# ---- design 1 ----
==> design_1/placed.png <==
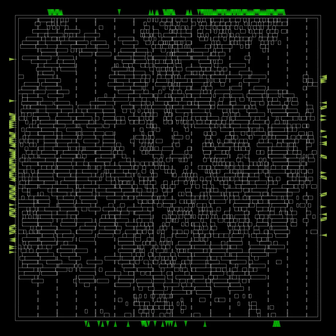

[src/rtl/store_buffer.sv]
`default_nettype none
// ============================================================================
//  Module   : store_buffer
//  Purpose  : Posted-write buffer between the EX/MEM pipeline register and
//             data_memory. Stores are queued in a circular FIFO and retire
//             to memory when the port is free. Loads search the queue so the
//             youngest value for an address is always returned. Loads that
//             miss the queue go straight to data_memory.
//  Ports    : clock_in, reset_n       - clock, async active-low reset
//             memWrite/memRead/address/writeData - CPU MEM-stage request
//             readData, stall          - CPU load result / hold request
//             drain_en                 - memory port free for retiring
//             mem_*                    - data_memory interface
//             count, empty             - occupancy status
//  Config   : STORE_BUFFER_FWD_EN defined   -> load hits forward from buffer
//             STORE_BUFFER_FWD_EN undefined -> load hits stall until the
//                                              matching stores have drained
//  Revision : 1.0 - initial release
// ============================================================================
module store_buffer #(
  parameter int DEPTH  = 4,
  parameter int ADDR_W = 32,
  parameter int DATA_W = 32
) (
  input  logic                   clock_in,
  input  logic                   reset_n,
  input  logic                   memWrite,
  input  logic                   memRead,
  input  logic [ADDR_W-1:0]      address,
  input  logic [DATA_W-1:0]      writeData,
  output logic [DATA_W-1:0]      readData,
  output logic                   stall,
  input  logic                   drain_en,
  output logic                   mem_memWrite,
  output logic                   mem_memRead,
  output logic [ADDR_W-1:0]      mem_address,
  output logic [DATA_W-1:0]      mem_writeData,
  input  logic [DATA_W-1:0]      mem_readData,
  output logic [$clog2(DEPTH):0] count,
  output logic                   empty
);

  localparam int c_PTR_W = $clog2(DEPTH);
  localparam int c_CNT_W = c_PTR_W + 1;
  localparam logic [c_CNT_W-1:0] c_FULL_CNT = c_CNT_W'(DEPTH);

  // Entry storage and queue state
  logic [ADDR_W-1:0]  addr_q [DEPTH];
  logic [DATA_W-1:0]  data_q [DEPTH];
  logic [DEPTH-1:0]   valid_q, valid_d;
  logic [c_PTR_W-1:0] head_q, head_d;
  logic [c_PTR_W-1:0] tail_q, tail_d;
  logic [c_CNT_W-1:0] count_q, count_d;

  logic               w_full;
  logic               w_empty;
  logic               w_store;
  logic               w_load;
  logic               w_hit;
  logic               w_load_miss;
  logic               w_enq;
  logic               w_deq;
  logic [c_PTR_W-1:0] w_idx;
`ifdef STORE_BUFFER_FWD_EN
  logic [DATA_W-1:0]  w_hit_data;
`endif

  assign w_full  = (count_q == c_FULL_CNT);
  assign w_empty = (count_q == '0);

  // A simultaneous read+write request is treated as a plain store.
  assign w_store = memWrite;
  assign w_load  = memRead & ~memWrite;

  // Walk the queue oldest -> youngest; later matches overwrite earlier ones,
  // so the youngest matching entry is what remains at the end.
  always_comb begin : p_search
    w_hit = 1'b0;
    w_idx = '0;
`ifdef STORE_BUFFER_FWD_EN
    w_hit_data = '0;
`endif
    for (int i = 0; i < DEPTH; i++) begin
      w_idx = head_q + c_PTR_W'(i);
      if (valid_q[w_idx] && (addr_q[w_idx] == address)) begin
        w_hit = 1'b1;
`ifdef STORE_BUFFER_FWD_EN
        w_hit_data = data_q[w_idx];
`endif
      end
    end
  end

  assign w_load_miss = w_load & ~w_hit;
  assign w_enq       = w_store & ~w_full;
  // A load miss owns the memory port this cycle, so draining yields to it.
  assign w_deq       = drain_en & ~w_empty & ~w_load_miss;

  // Queue next-state
  always_comb begin : p_next
    head_d  = head_q;
    tail_d  = tail_q;
    count_d = count_q;
    valid_d = valid_q;
    // Head and tail can only coincide when empty (no dequeue) or full
    // (no enqueue), so the two valid updates never collide.
    if (w_enq) begin
      valid_d[tail_q] = 1'b1;
      tail_d          = tail_q + c_PTR_W'(1);
    end
    if (w_deq) begin
      valid_d[head_q] = 1'b0;
      head_d          = head_q + c_PTR_W'(1);
    end
    case ({w_enq, w_deq})
      2'b10:   count_d = count_q + c_CNT_W'(1);
      2'b01:   count_d = count_q - c_CNT_W'(1);
      default: count_d = count_q;
    endcase
  end

  always_ff @(posedge clock_in or negedge reset_n) begin : p_state
    if (!reset_n) begin
      head_q  <= '0;
      tail_q  <= '0;
      count_q <= '0;
      valid_q <= '0;
    end else begin
      head_q  <= head_d;
      tail_q  <= tail_d;
      count_q <= count_d;
      valid_q <= valid_d;
    end
  end

  // Payload storage needs no reset: the valid bits gate every use of it.
  always_ff @(posedge clock_in) begin : p_store
    if (reset_n && w_enq) begin
      addr_q[tail_q] <= address;
      data_q[tail_q] <= writeData;
    end
  end

  // CPU and memory side outputs. Everything is forced to zero while reset
  // is asserted so the memory never sees a stray request.
  always_comb begin : p_out
    readData      = '0;
    stall         = 1'b0;
    mem_memWrite  = 1'b0;
    mem_memRead   = 1'b0;
    mem_address   = '0;
    mem_writeData = '0;
    if (reset_n) begin
      if (w_store && w_full) begin
        stall = 1'b1;
      end
      if (w_load) begin
        if (w_hit) begin
`ifdef STORE_BUFFER_FWD_EN
          readData = w_hit_data;
`else
          // Hold the load until every matching store has reached memory.
          stall = 1'b1;
`endif
        end else begin
          mem_memRead = 1'b1;
          mem_address = address;
          readData    = mem_readData;
        end
      end
      if (w_deq) begin
        mem_memWrite  = 1'b1;
        mem_address   = addr_q[head_q];
        mem_writeData = data_q[head_q];
      end
    end
  end

  assign count = count_q;
  assign empty = w_empty;

endmodule
`default_nettype wire

[config.mk]
export PLATFORM = sky130hd
export DESIGN_NAME = store_buffer
export DESIGN_NICKNAME = d
export VERILOG_FILES = /design/src/rtl/store_buffer.sv
export SDC_FILE = /design/constraint.sdc
export NUM_CORES = 1
export LEC_CHECK = 0
export CORE_MARGIN = 2
export CORE_UTILIZATION = 35
export CTS_BUF_LIST = sky130_fd_sc_hd__clkbuf_4 sky130_fd_sc_hd__clkbuf_8 sky130_fd_sc_hd__clkbuf_16
export CTS_CLUSTER_DIAMETER = 100
export DETAILED_ROUTE_END_ITERATION = 7
export SKIP_LAST_GASP = 1
export SYNTH_ARGS = -nofsm -noshare
export SYNTH_HDL_FRONTEND = slang
export SYNTH_SLANG_ARGS = --single-unit
[constraint.sdc]
create_clock -name clock_in -period 7.05 [get_ports clock_in]
set_input_delay 2.115 -clock clock_in [delete_from_list [all_inputs] [get_ports clock_in]]
set_output_delay 2.115 -clock clock_in [all_outputs]
set_load 0.02 [all_outputs]
# ---- design 2 ----
--- src/rtl/image_proc_arb.sv ---
// Two-requester round-robin front end for image_proc: forwards the granted 3x3
// window and routes each result back to its originator through an in-order tag FIFO.
module image_proc_arb #(
  parameter int DATA_BW   = 8,
  parameter int TAG_DEPTH = 4
) (
  input  logic                             i_clk,
  input  logic                             i_rstn,
  input  logic                             i_req0_valid,
  input  logic [DATA_BW*9-1:0]             i_req0_data,
  input  logic [1:0]                       i_req0_cfg,
  output logic                             o_req0_ready,
  input  logic                             i_req1_valid,
  input  logic [DATA_BW*9-1:0]             i_req1_data,
  input  logic [1:0]                       i_req1_cfg,
  output logic                             o_req1_ready,
  output logic                             o_ip_valid,
  output logic [DATA_BW*9-1:0]             o_ip_data,
  output logic [1:0]                       o_ip_cfg,
  input  logic                             i_ip_ready,
  input  logic                             i_ip_out_valid,
  input  logic [DATA_BW-1:0]               i_ip_out_data,
  output logic                             o_ip_out_ready,
  output logic                             o_rsp0_valid,
  output logic [DATA_BW-1:0]               o_rsp0_data,
  input  logic                             i_rsp0_ready,
  output logic                             o_rsp1_valid,
  output logic [DATA_BW-1:0]               o_rsp1_data,
  input  logic                             i_rsp1_ready,
  output logic [$clog2(TAG_DEPTH+1)-1:0]   o_inflight,
  output logic                             o_err
);

  localparam int PTR_W = $clog2(TAG_DEPTH);
  localparam int CNT_W = $clog2(TAG_DEPTH+1);
  localparam logic [CNT_W-1:0] FULL_CNT = CNT_W'(TAG_DEPTH);

  logic                 last_q, last_d;
  logic                 lock_q, lock_d;
  logic                 lgnt_q, lgnt_d;
  logic [TAG_DEPTH-1:0] tags_q, tags_d;
  logic [PTR_W-1:0]     wr_q, wr_d, rd_q, rd_d;
  logic [CNT_W-1:0]     cnt_q, cnt_d;
  logic                 err_q, err_d;

  logic grant, gnt_valid, ip_valid, full, empty, push, pop, head, head_rdy;

  always_comb begin
    if (lock_q)                            grant = lgnt_q;
    else if (i_req0_valid && !i_req1_valid) grant = 1'b0;
    else if (i_req1_valid && !i_req0_valid) grant = 1'b1;
    else                                    grant = ~last_q;
    gnt_valid = grant ? i_req1_valid : i_req0_valid;
    full      = (cnt_q == FULL_CNT);
    empty     = (cnt_q == '0);
    // Full FIFO blocks the offer outright, so a same-cycle pop never enables a push.
    ip_valid  = i_rstn && gnt_valid && !full;
    push      = ip_valid && i_ip_ready;
    head      = tags_q[rd_q];
    head_rdy  = head ? i_rsp1_ready : i_rsp0_ready;
    pop       = i_rstn && i_ip_out_valid && !empty && head_rdy;
  end

  always_comb begin
    last_d = push ? grant : last_q;
    lock_d = ip_valid && !i_ip_ready;
    lgnt_d = grant;
    tags_d = tags_q;
    wr_d   = wr_q;
    rd_d   = rd_q;
    cnt_d  = cnt_q;
    err_d  = err_q || (i_ip_out_valid && empty);
    if (push) begin
      tags_d[wr_q] = grant;
      wr_d         = wr_q + PTR_W'(1);
    end
    if (pop) rd_d = rd_q + PTR_W'(1);
    case ({push, pop})
      2'b10:   cnt_d = cnt_q + CNT_W'(1);
      2'b01:   cnt_d = cnt_q - CNT_W'(1);
      default: cnt_d = cnt_q;
    endcase
  end

  always_ff @(posedge i_clk or negedge i_rstn) begin
    if (!i_rstn) begin
      last_q <= 1'b1;
      lock_q <= 1'b0;
      lgnt_q <= 1'b0;
      tags_q <= '0;
      wr_q   <= '0;
      rd_q   <= '0;
      cnt_q  <= '0;
      err_q  <= 1'b0;
    end else begin
      last_q <= last_d;
      lock_q <= lock_d;
      lgnt_q <= lgnt_d;
      tags_q <= tags_d;
      wr_q   <= wr_d;
      rd_q   <= rd_d;
      cnt_q  <= cnt_d;
      err_q  <= err_d;
    end
  end

  // Combinational outputs are gated by i_rstn so they read zero during reset.
  always_comb begin
    o_ip_valid     = ip_valid;
    o_ip_data      = '0;
    o_ip_cfg       = '0;
    if (ip_valid) begin
      o_ip_data = grant ? i_req1_data : i_req0_data;
      o_ip_cfg  = grant ? i_req1_cfg  : i_req0_cfg;
    end
    o_req0_ready   = push && !grant;
    o_req1_ready   = push && grant;
    o_rsp0_valid   = i_rstn && i_ip_out_valid && !empty && !head;
    o_rsp1_valid   = i_rstn && i_ip_out_valid && !empty && head;
    o_rsp0_data    = i_rstn ? i_ip_out_data : '0;
    o_rsp1_data    = i_rstn ? i_ip_out_data : '0;
    o_ip_out_ready = i_rstn && (empty ? i_ip_out_valid : head_rdy);
    o_inflight     = cnt_q;
    o_err          = err_q;
  end

endmodule

--- config.mk ---
export PLATFORM = sky130hd
export DESIGN_NAME = image_proc_arb
export DESIGN_NICKNAME = d
export VERILOG_FILES = /design/src/rtl/image_proc_arb.sv
export SDC_FILE = /design/constraint.sdc
export NUM_CORES = 1
export LEC_CHECK = 0
export ABC_AREA = 0
export CORE_AREA = 2 2 102 104
export DETAILED_ROUTE_END_ITERATION = 10
export DIE_AREA = 0 0 104 106
export GPL_TIMING_DRIVEN = 0
export PLACE_DENSITY_LB_ADDON = 0.25
export SLEW_MARGIN = 20
export SYNTH_ARGS = -nofsm -noshare
export SYNTH_HDL_FRONTEND = slang
export SYNTH_SLANG_ARGS = --single-unit
--- constraint.sdc ---
create_clock -name i_clk -period 3.45 [get_ports i_clk]
set_input_delay 0.69 -clock i_clk [delete_from_list [all_inputs] [get_ports i_clk]]
set_output_delay 0.69 -clock i_clk [all_outputs]
set_load 0.005 [all_outputs]
==> design_1/gates.png <==
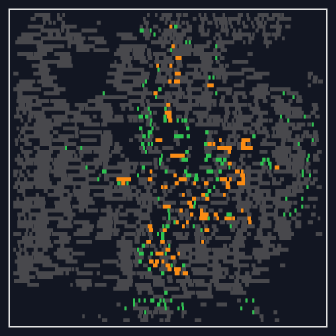
color	family	cells
orange	aoi and oai cells	100
green	nand cells	161

==> design_1/clock_wires.png <==
Bar = 50 um.
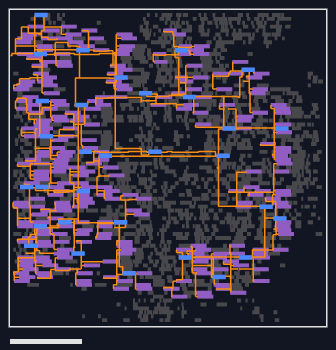
[purple] flip-flops | count: 267
[orange] clock wires | length: 3,470 um
[blue] clock-net drivers | count: 31
flops lie	widely spread

## Picture notes: design_1/placed.png
fin cells: 2,168
Filler cells: 4,283
well tap count: 607

==> flow_metrics.py, design 1 <==
# Auto-generated metrics
metrics = {
    "outcome": {
        "status": "complete, no violations",
    },
    "synthesis": {
        "netlist_top_cells_count": "edfxtp_1 (256), mux4_2 (123), mux2i_1 (118)",
        "syn_area_per_cell_um2": 13.7,
        "mux_share_pct": 25.4,
        "synth-async-reset-ratio_pct": 4.12,
        "synth-main-ff-cell": "edfxtp_1",
    },
    "routing": {
        "top_layer": "met5",
        "wl_met1_mm": 23.5,
        "drt_iter0_drc": 1034,
    },
    "die": {
        "fp-utilization_pct": 35.2,
    },
    "timing": {
        "finalSetupViolations": 0,
        "maxSlewHeadroom_pct": 38.3,
    },
    "setup_path": {
        "start_kind": "input port",
        "critPathBufInv": 6,
    },
    "finish": {
        "clock_area_share_pct": 4.55,
        "comb_cells": 796,
        "sh_seq_area_pct": 37.3,
        "reg_top3": "addr_q (128), data_q (128), valid_q (4)",
        "insertedDiodeCount": 0,
    },
    "global_routing": {
        "globalRouteMet2Util_pct": 34.7,
    },
    "power": {
        "p_leak_uw": 0.00809,
    },
    "flow_run": {
        "cap_violations": 0,
    },
    "clock_network": {
        "root_buffer": "clkbuf_16",
    },
}
==> design_2/class_map.png <==
Bar = 20 um.
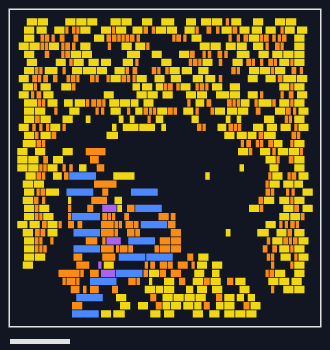
color	class	cells
blue	registers	15
yellow	remaining buffers and delay cells	298
orange	remaining logic cells	299
purple	clock drivers and dummy loads	4

==> flow_metrics.py, design 2 <==
# Auto-generated metrics
metrics = {
    "outcome": {
        "status": "complete, no violations",
    },
    "global_routing": {
        "grtUsageMet3_pct": 4.41,
    },
    "synthesis": {
        "ys_seq_share_pct": 18.6,
        "ys_top_logic_family": "simple AND/OR/NAND/NOR gates",
    },
    "finish": {
        "comb_area_um2": 1460,
        "fin_area_um2": 5000,
        "fin_cells": 752,
        "regArea_um2": 377,
        "inverters_excl_clock": 9,
        "n_sequential_cell": 15,
        "sh_seq_area_pct": 7.53,
    },
    "clock_network": {
        "clock_latency_ps": 240,
        "holdBufCountCts": 0,
        "ctsResizeCount": 42,
    },
    "setup_path": {
        "critPathBufInv": 4,
        "required_ps": 2760,
        "critPathMaxStageDelay_ps": 490,
    },
    "routing": {
        "drt_iter0_drc": 121,
        "drc": 0,
        "ant_nets": 0,
    },
    "power": {
        "p_sw_share_pct": 41.1,
        "p_comb_share_pct": 76.5,
        "p_clk_share_pct": 6.8,
        "vdd_drop_max_mv": 0.192,
        "fin_total_pwr_uw": 2040,
    },
    "placement": {
        "dpl_worst_slack_ps": -479,
    },
    "flow_run": {
        "openroad.warnings": 29,
    },
    "die": {
        "fp.dieW_um": 104,
    },
    "timing": {
        "max_slew.worst_pin.slew_ps": 433,
    },
}

# ---- design 3 ----
File: src/rtl/can_rx_bit_sched.sv
// CAN receive bit-timing scheduler: hard sync on SOF, one sample strobe per bit, destuff
// tracking and end-of-frame / error-recovery detection. Soft resync needs CAN_RX_SOFT_RESYNC_EN.
module can_rx_bit_sched #(
    parameter int CLK_FREQ_MHZ  = 100,
    parameter int BIT_RATE_KBPS = 1000,
    parameter int SAMPLE_PCT    = 75,
    parameter int SJW_CLK       = 10
) (
    input  logic clk,
    input  logic rst,
    input  logic can_rx,
    input  logic sof_detect,
    input  logic destuff_dis,
    output logic sample_en,
    output logic rx_bit,
    output logic stuff_bit,
    output logic stuff_err,
    output logic frame_done,
    output logic busy
);
    localparam int CPB = (CLK_FREQ_MHZ * 1000) / BIT_RATE_KBPS;
    localparam int SP  = (CPB * SAMPLE_PCT) / 100;
    localparam int TQW = $clog2(CPB + 1);

    localparam logic [TQW-1:0] TQ_ZERO = {TQW{1'b0}};
    localparam logic [TQW-1:0] TQ_ONE  = TQW'(1);
    localparam logic [TQW-1:0] TQ_LAST = TQW'(CPB - 1);
    localparam logic [TQW-1:0] TQ_CPB  = TQW'(CPB);
    localparam logic [TQW-1:0] TQ_SP   = TQW'(SP);
    localparam logic [TQW-1:0] TQ_SJW  = TQW'(SJW_CLK);
    localparam logic [3:0]     REC_SAT = 4'd11;

`ifdef CAN_RX_SOFT_RESYNC_EN
    localparam logic RESYNC_EN = 1'b1;
`else
    localparam logic RESYNC_EN = 1'b0;
`endif

    typedef enum logic [1:0] {
        ST_IDLE = 2'b00,
        ST_RUN  = 2'b01,
        ST_ERR  = 2'b10
    } state_t;

    state_t         state_r, state_s;
    logic [TQW-1:0] tq_cnt_r, tq_next_s;
    logic [TQW-1:0] late_jump_s, late_s;
    logic [TQW-1:0] early_room_s, early_jump_s, early_sum_s, early_s;
    logic [2:0]     run_cnt_r, run_cnt_s;
    logic           run_val_r, run_val_s;
    logic [3:0]     rec_cnt_r, rec_cnt_s;
    logic           resync_done_r, resync_done_s;
    logic           prev_rx_r, edge_s;
    logic           sample_s, rx_bit_s, stuff_bit_s, stuff_err_s, frame_done_s;
    logic           sample_en_r, rx_bit_r, stuff_bit_r, stuff_err_r, frame_done_r, busy_r;

    // Resync candidates: late edge pulls tq back, early edge pushes it toward the next bit.
    // Both already include the +1 of the current clock.
    assign edge_s       = prev_rx_r & ~can_rx & rx_bit_r & ~resync_done_r & (tq_cnt_r != TQ_ZERO);
    assign late_jump_s  = (tq_cnt_r < TQ_SJW) ? tq_cnt_r : TQ_SJW;
    assign late_s       = tq_cnt_r - late_jump_s + TQ_ONE;
    assign early_room_s = TQ_CPB - tq_cnt_r;
    assign early_jump_s = (early_room_s < TQ_SJW) ? early_room_s : TQ_SJW;
    assign early_sum_s  = tq_cnt_r + early_jump_s;
    assign early_s      = (early_sum_s >= TQ_LAST) ? (early_sum_s - TQ_LAST) : (early_sum_s + TQ_ONE);

    // Next-state, bit timing and per-sample decode
    always_comb begin
        state_s       = state_r;
        tq_next_s     = (tq_cnt_r == TQ_LAST) ? TQ_ZERO : (tq_cnt_r + TQ_ONE);
        run_cnt_s     = run_cnt_r;
        run_val_s     = run_val_r;
        rec_cnt_s     = rec_cnt_r;
        resync_done_s = resync_done_r;
        sample_s      = 1'b0;
        rx_bit_s      = rx_bit_r;
        stuff_bit_s   = 1'b0;
        stuff_err_s   = 1'b0;
        frame_done_s  = 1'b0;
        case (state_r)
            ST_IDLE: begin
                tq_next_s = TQ_ZERO;
                if (sof_detect) begin
                    state_s       = ST_RUN;
                    tq_next_s     = TQ_ONE;   // the SOF cycle itself is clock 0
                    run_cnt_s     = 3'd0;
                    run_val_s     = 1'b0;
                    rec_cnt_s     = 4'd0;
                    resync_done_s = 1'b0;
                end else begin
                    state_s = ST_IDLE;
                end
            end
            ST_RUN, ST_ERR: begin
                if (tq_cnt_r == TQ_SP) begin
                    sample_s      = 1'b1;
                    rx_bit_s      = can_rx;
                    resync_done_s = 1'b0;
                    rec_cnt_s     = can_rx ? ((rec_cnt_r == REC_SAT) ? REC_SAT : (rec_cnt_r + 4'd1)) : 4'd0;
                    if ((state_r == ST_RUN) && !destuff_dis) begin
                        if (run_cnt_r == 3'd5) begin
                            if (can_rx != run_val_r) begin
                                stuff_bit_s = 1'b1;
                                run_cnt_s   = 3'd1;
                                run_val_s   = can_rx;
                            end else begin
                                stuff_err_s = 1'b1;
                                state_s     = ST_ERR;
                            end
                        end else if ((run_cnt_r != 3'd0) && (can_rx == run_val_r)) begin
                            run_cnt_s = run_cnt_r + 3'd1;
                        end else begin
                            run_cnt_s = 3'd1;
                            run_val_s = can_rx;
                        end
                    end else begin
                        run_cnt_s = run_cnt_r;
                    end
                    // 11th consecutive recessive sample closes a frame or ends error recovery
                    if (can_rx && (rec_cnt_r >= 4'd10)) begin
                        if (state_r == ST_ERR) begin
                            state_s   = ST_IDLE;
                            tq_next_s = TQ_ZERO;
                        end else if (destuff_dis) begin
                            frame_done_s = 1'b1;
                            state_s      = ST_IDLE;
                            tq_next_s    = TQ_ZERO;
                        end else begin
                            frame_done_s = 1'b0;
                        end
                    end else begin
                        frame_done_s = 1'b0;
                    end
                end else if (RESYNC_EN && (state_r == ST_RUN) && edge_s) begin
                    resync_done_s = 1'b1;
                    tq_next_s     = (tq_cnt_r < TQ_SP) ? late_s : early_s;
                end else begin
                    resync_done_s = resync_done_r;
                end
            end
            default: begin
                state_s   = ST_IDLE;
                tq_next_s = TQ_ZERO;
            end
        endcase
    end

    // State, counters and registered outputs
    always_ff @(posedge clk) begin
        if (rst) begin
            state_r       <= ST_IDLE;
            tq_cnt_r      <= TQ_ZERO;
            run_cnt_r     <= 3'd0;
            run_val_r     <= 1'b0;
            rec_cnt_r     <= 4'd0;
            resync_done_r <= 1'b0;
            prev_rx_r     <= 1'b1;
            sample_en_r   <= 1'b0;
            rx_bit_r      <= 1'b1;
            stuff_bit_r   <= 1'b0;
            stuff_err_r   <= 1'b0;
            frame_done_r  <= 1'b0;
            busy_r        <= 1'b0;
        end else begin
            state_r       <= state_s;
            tq_cnt_r      <= tq_next_s;
            run_cnt_r     <= run_cnt_s;
            run_val_r     <= run_val_s;
            rec_cnt_r     <= rec_cnt_s;
            resync_done_r <= resync_done_s;
            prev_rx_r     <= can_rx;
            sample_en_r   <= sample_s;
            rx_bit_r      <= rx_bit_s;
            stuff_bit_r   <= stuff_bit_s;
            stuff_err_r   <= stuff_err_s;
            frame_done_r  <= frame_done_s;
            // held one extra cycle on the way out so busy drops after the final strobe
            busy_r        <= (state_r != ST_IDLE) || (state_s != ST_IDLE);
        end
    end

    assign sample_en  = sample_en_r;
    assign rx_bit     = rx_bit_r;
    assign stuff_bit  = stuff_bit_r;
    assign stuff_err  = stuff_err_r;
    assign frame_done = frame_done_r;
    assign busy       = busy_r;

endmodule

File: config.mk
export PLATFORM = sky130hd
export DESIGN_NAME = can_rx_bit_sched
export DESIGN_NICKNAME = d
export VERILOG_FILES = /design/src/rtl/can_rx_bit_sched.sv
export SDC_FILE = /design/constraint.sdc
export NUM_CORES = 1
export LEC_CHECK = 0
export CAP_MARGIN = 20
export CORE_MARGIN = 2
export CORE_UTILIZATION = 40
export DETAILED_ROUTE_END_ITERATION = 16
export GPL_TIMING_DRIVEN = 0
export SYNTH_ARGS = -nofsm -noshare
export SYNTH_HDL_FRONTEND = slang
export SYNTH_SLANG_ARGS = --single-unit
File: constraint.sdc
create_clock -name clk -period 2.4 [get_ports clk]
set_input_delay 0.24 -clock clk [delete_from_list [all_inputs] [get_ports clk]]
set_output_delay 0.24 -clock clk [all_outputs]
set_load 0.03 [all_outputs]
==> design_3/placed.png <==
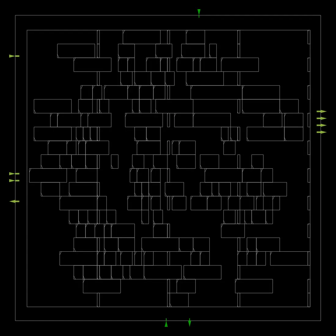
post-layout util: 47.5%
Seq area share: 32.0%
# rows: 20
flip-flops: 23

==> design_3/gates.png <==
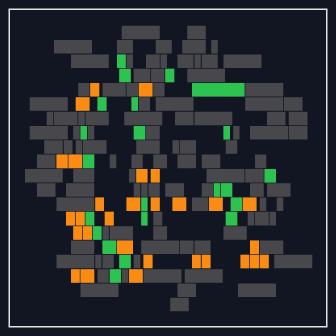
color	family	cells
orange	aoi and oai cells	29
green	nand cells	22

==> flow_metrics.py <==
# Auto-generated metrics
metrics = {
    "outcome": {
        "status": "complete, no violations",
    },
    "finish": {
        "comb_cells": 107,
        "largest_class": "combinational gates",
        "lay_top_cells": "dfxtp_1 (23), nor2_1 (13), clkdlybuf4s50_1 (10)",
        "regMostFlops": "tq_cnt_r",
    },
    "die": {
        "fp.dieW_um": 60.0,
    },
    "synthesis": {
        "synthAoiAreaFrac_pct": 17.1,
        "netlist_top_cells_count": "dfxtp_1 (23), nor2_1 (13), ha_1 (10)",
        "syn_area_per_cell_um2": 8.91,
    },
    "setup_path": {
        "rr_endpoint": "run_cnt_r[1]",
        "setup.worst_path.end_class": "register",
    },
    "timing": {
        "rsz0062_at_grt": "no",
        "hold_ws_ps": 497,
    },
    "power": {
        "p_sw_share_pct": 26.7,
    },
    "placement": {
        "dp_cells": 195,
    },
    "routing": {
        "wl_met3_um": 112,
    },
    "global_routing": {
        "track_usage_pct": 17.0,
    },
}
==> design_3/clock_wires.png <==
Bar = 20 um.
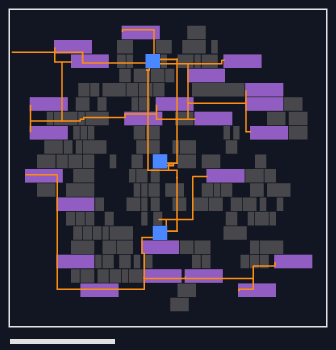
[purple] flip-flops | count: 23
[blue] clock-net drivers | count: 3
[orange] clock wires | length: 330 um
flops lie	widely spread
routed clock nets	4



==> notes/layouts.md <==
Pictures saved along the way, in no particular order.

Met2 routing.
Cells faint in the background.
image #1
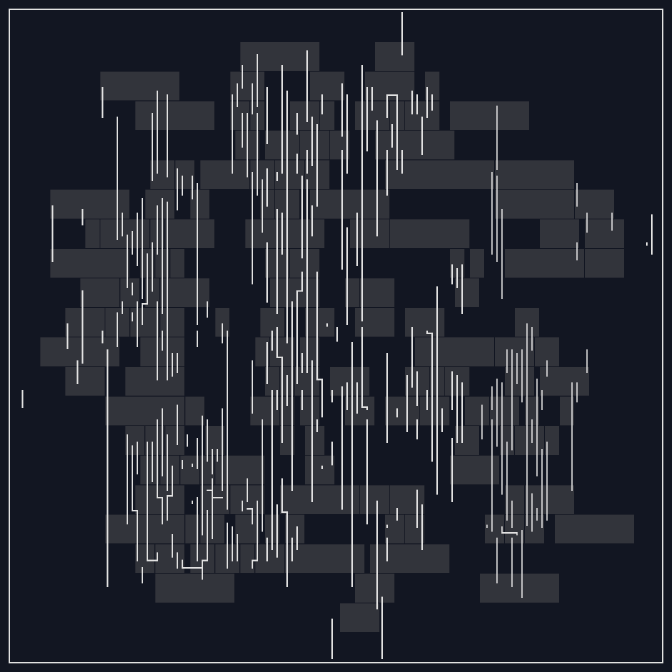
image #2
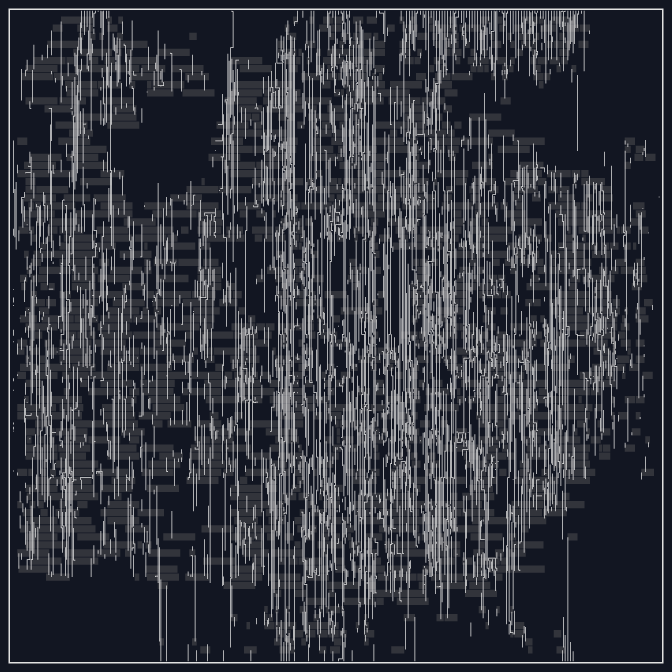
image #3
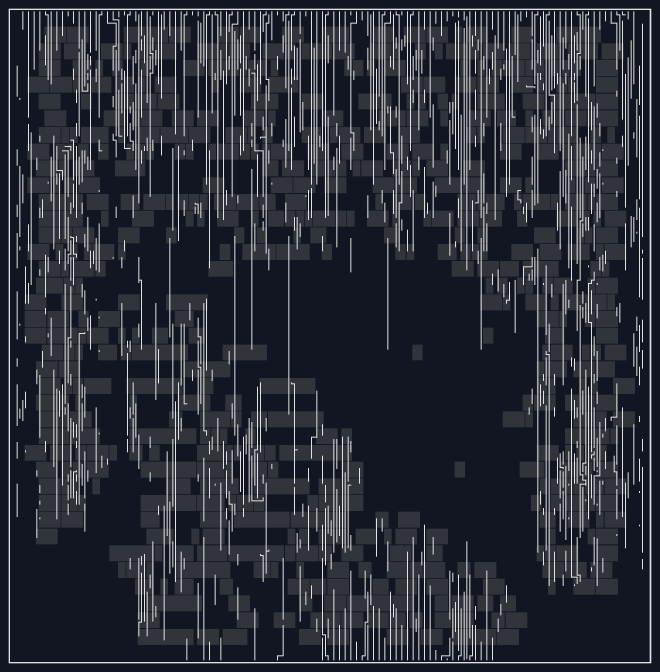
design 1 -> image #2
design 3 -> image #1
design 2 -> image #3

Key to image #2:
nets with wire on the layer	1,460
wire length on this layer	25.0 mm
longest straight run	123 um
main direction	vertical

No activity file was given, so power comes from the tool's default toggle rates.
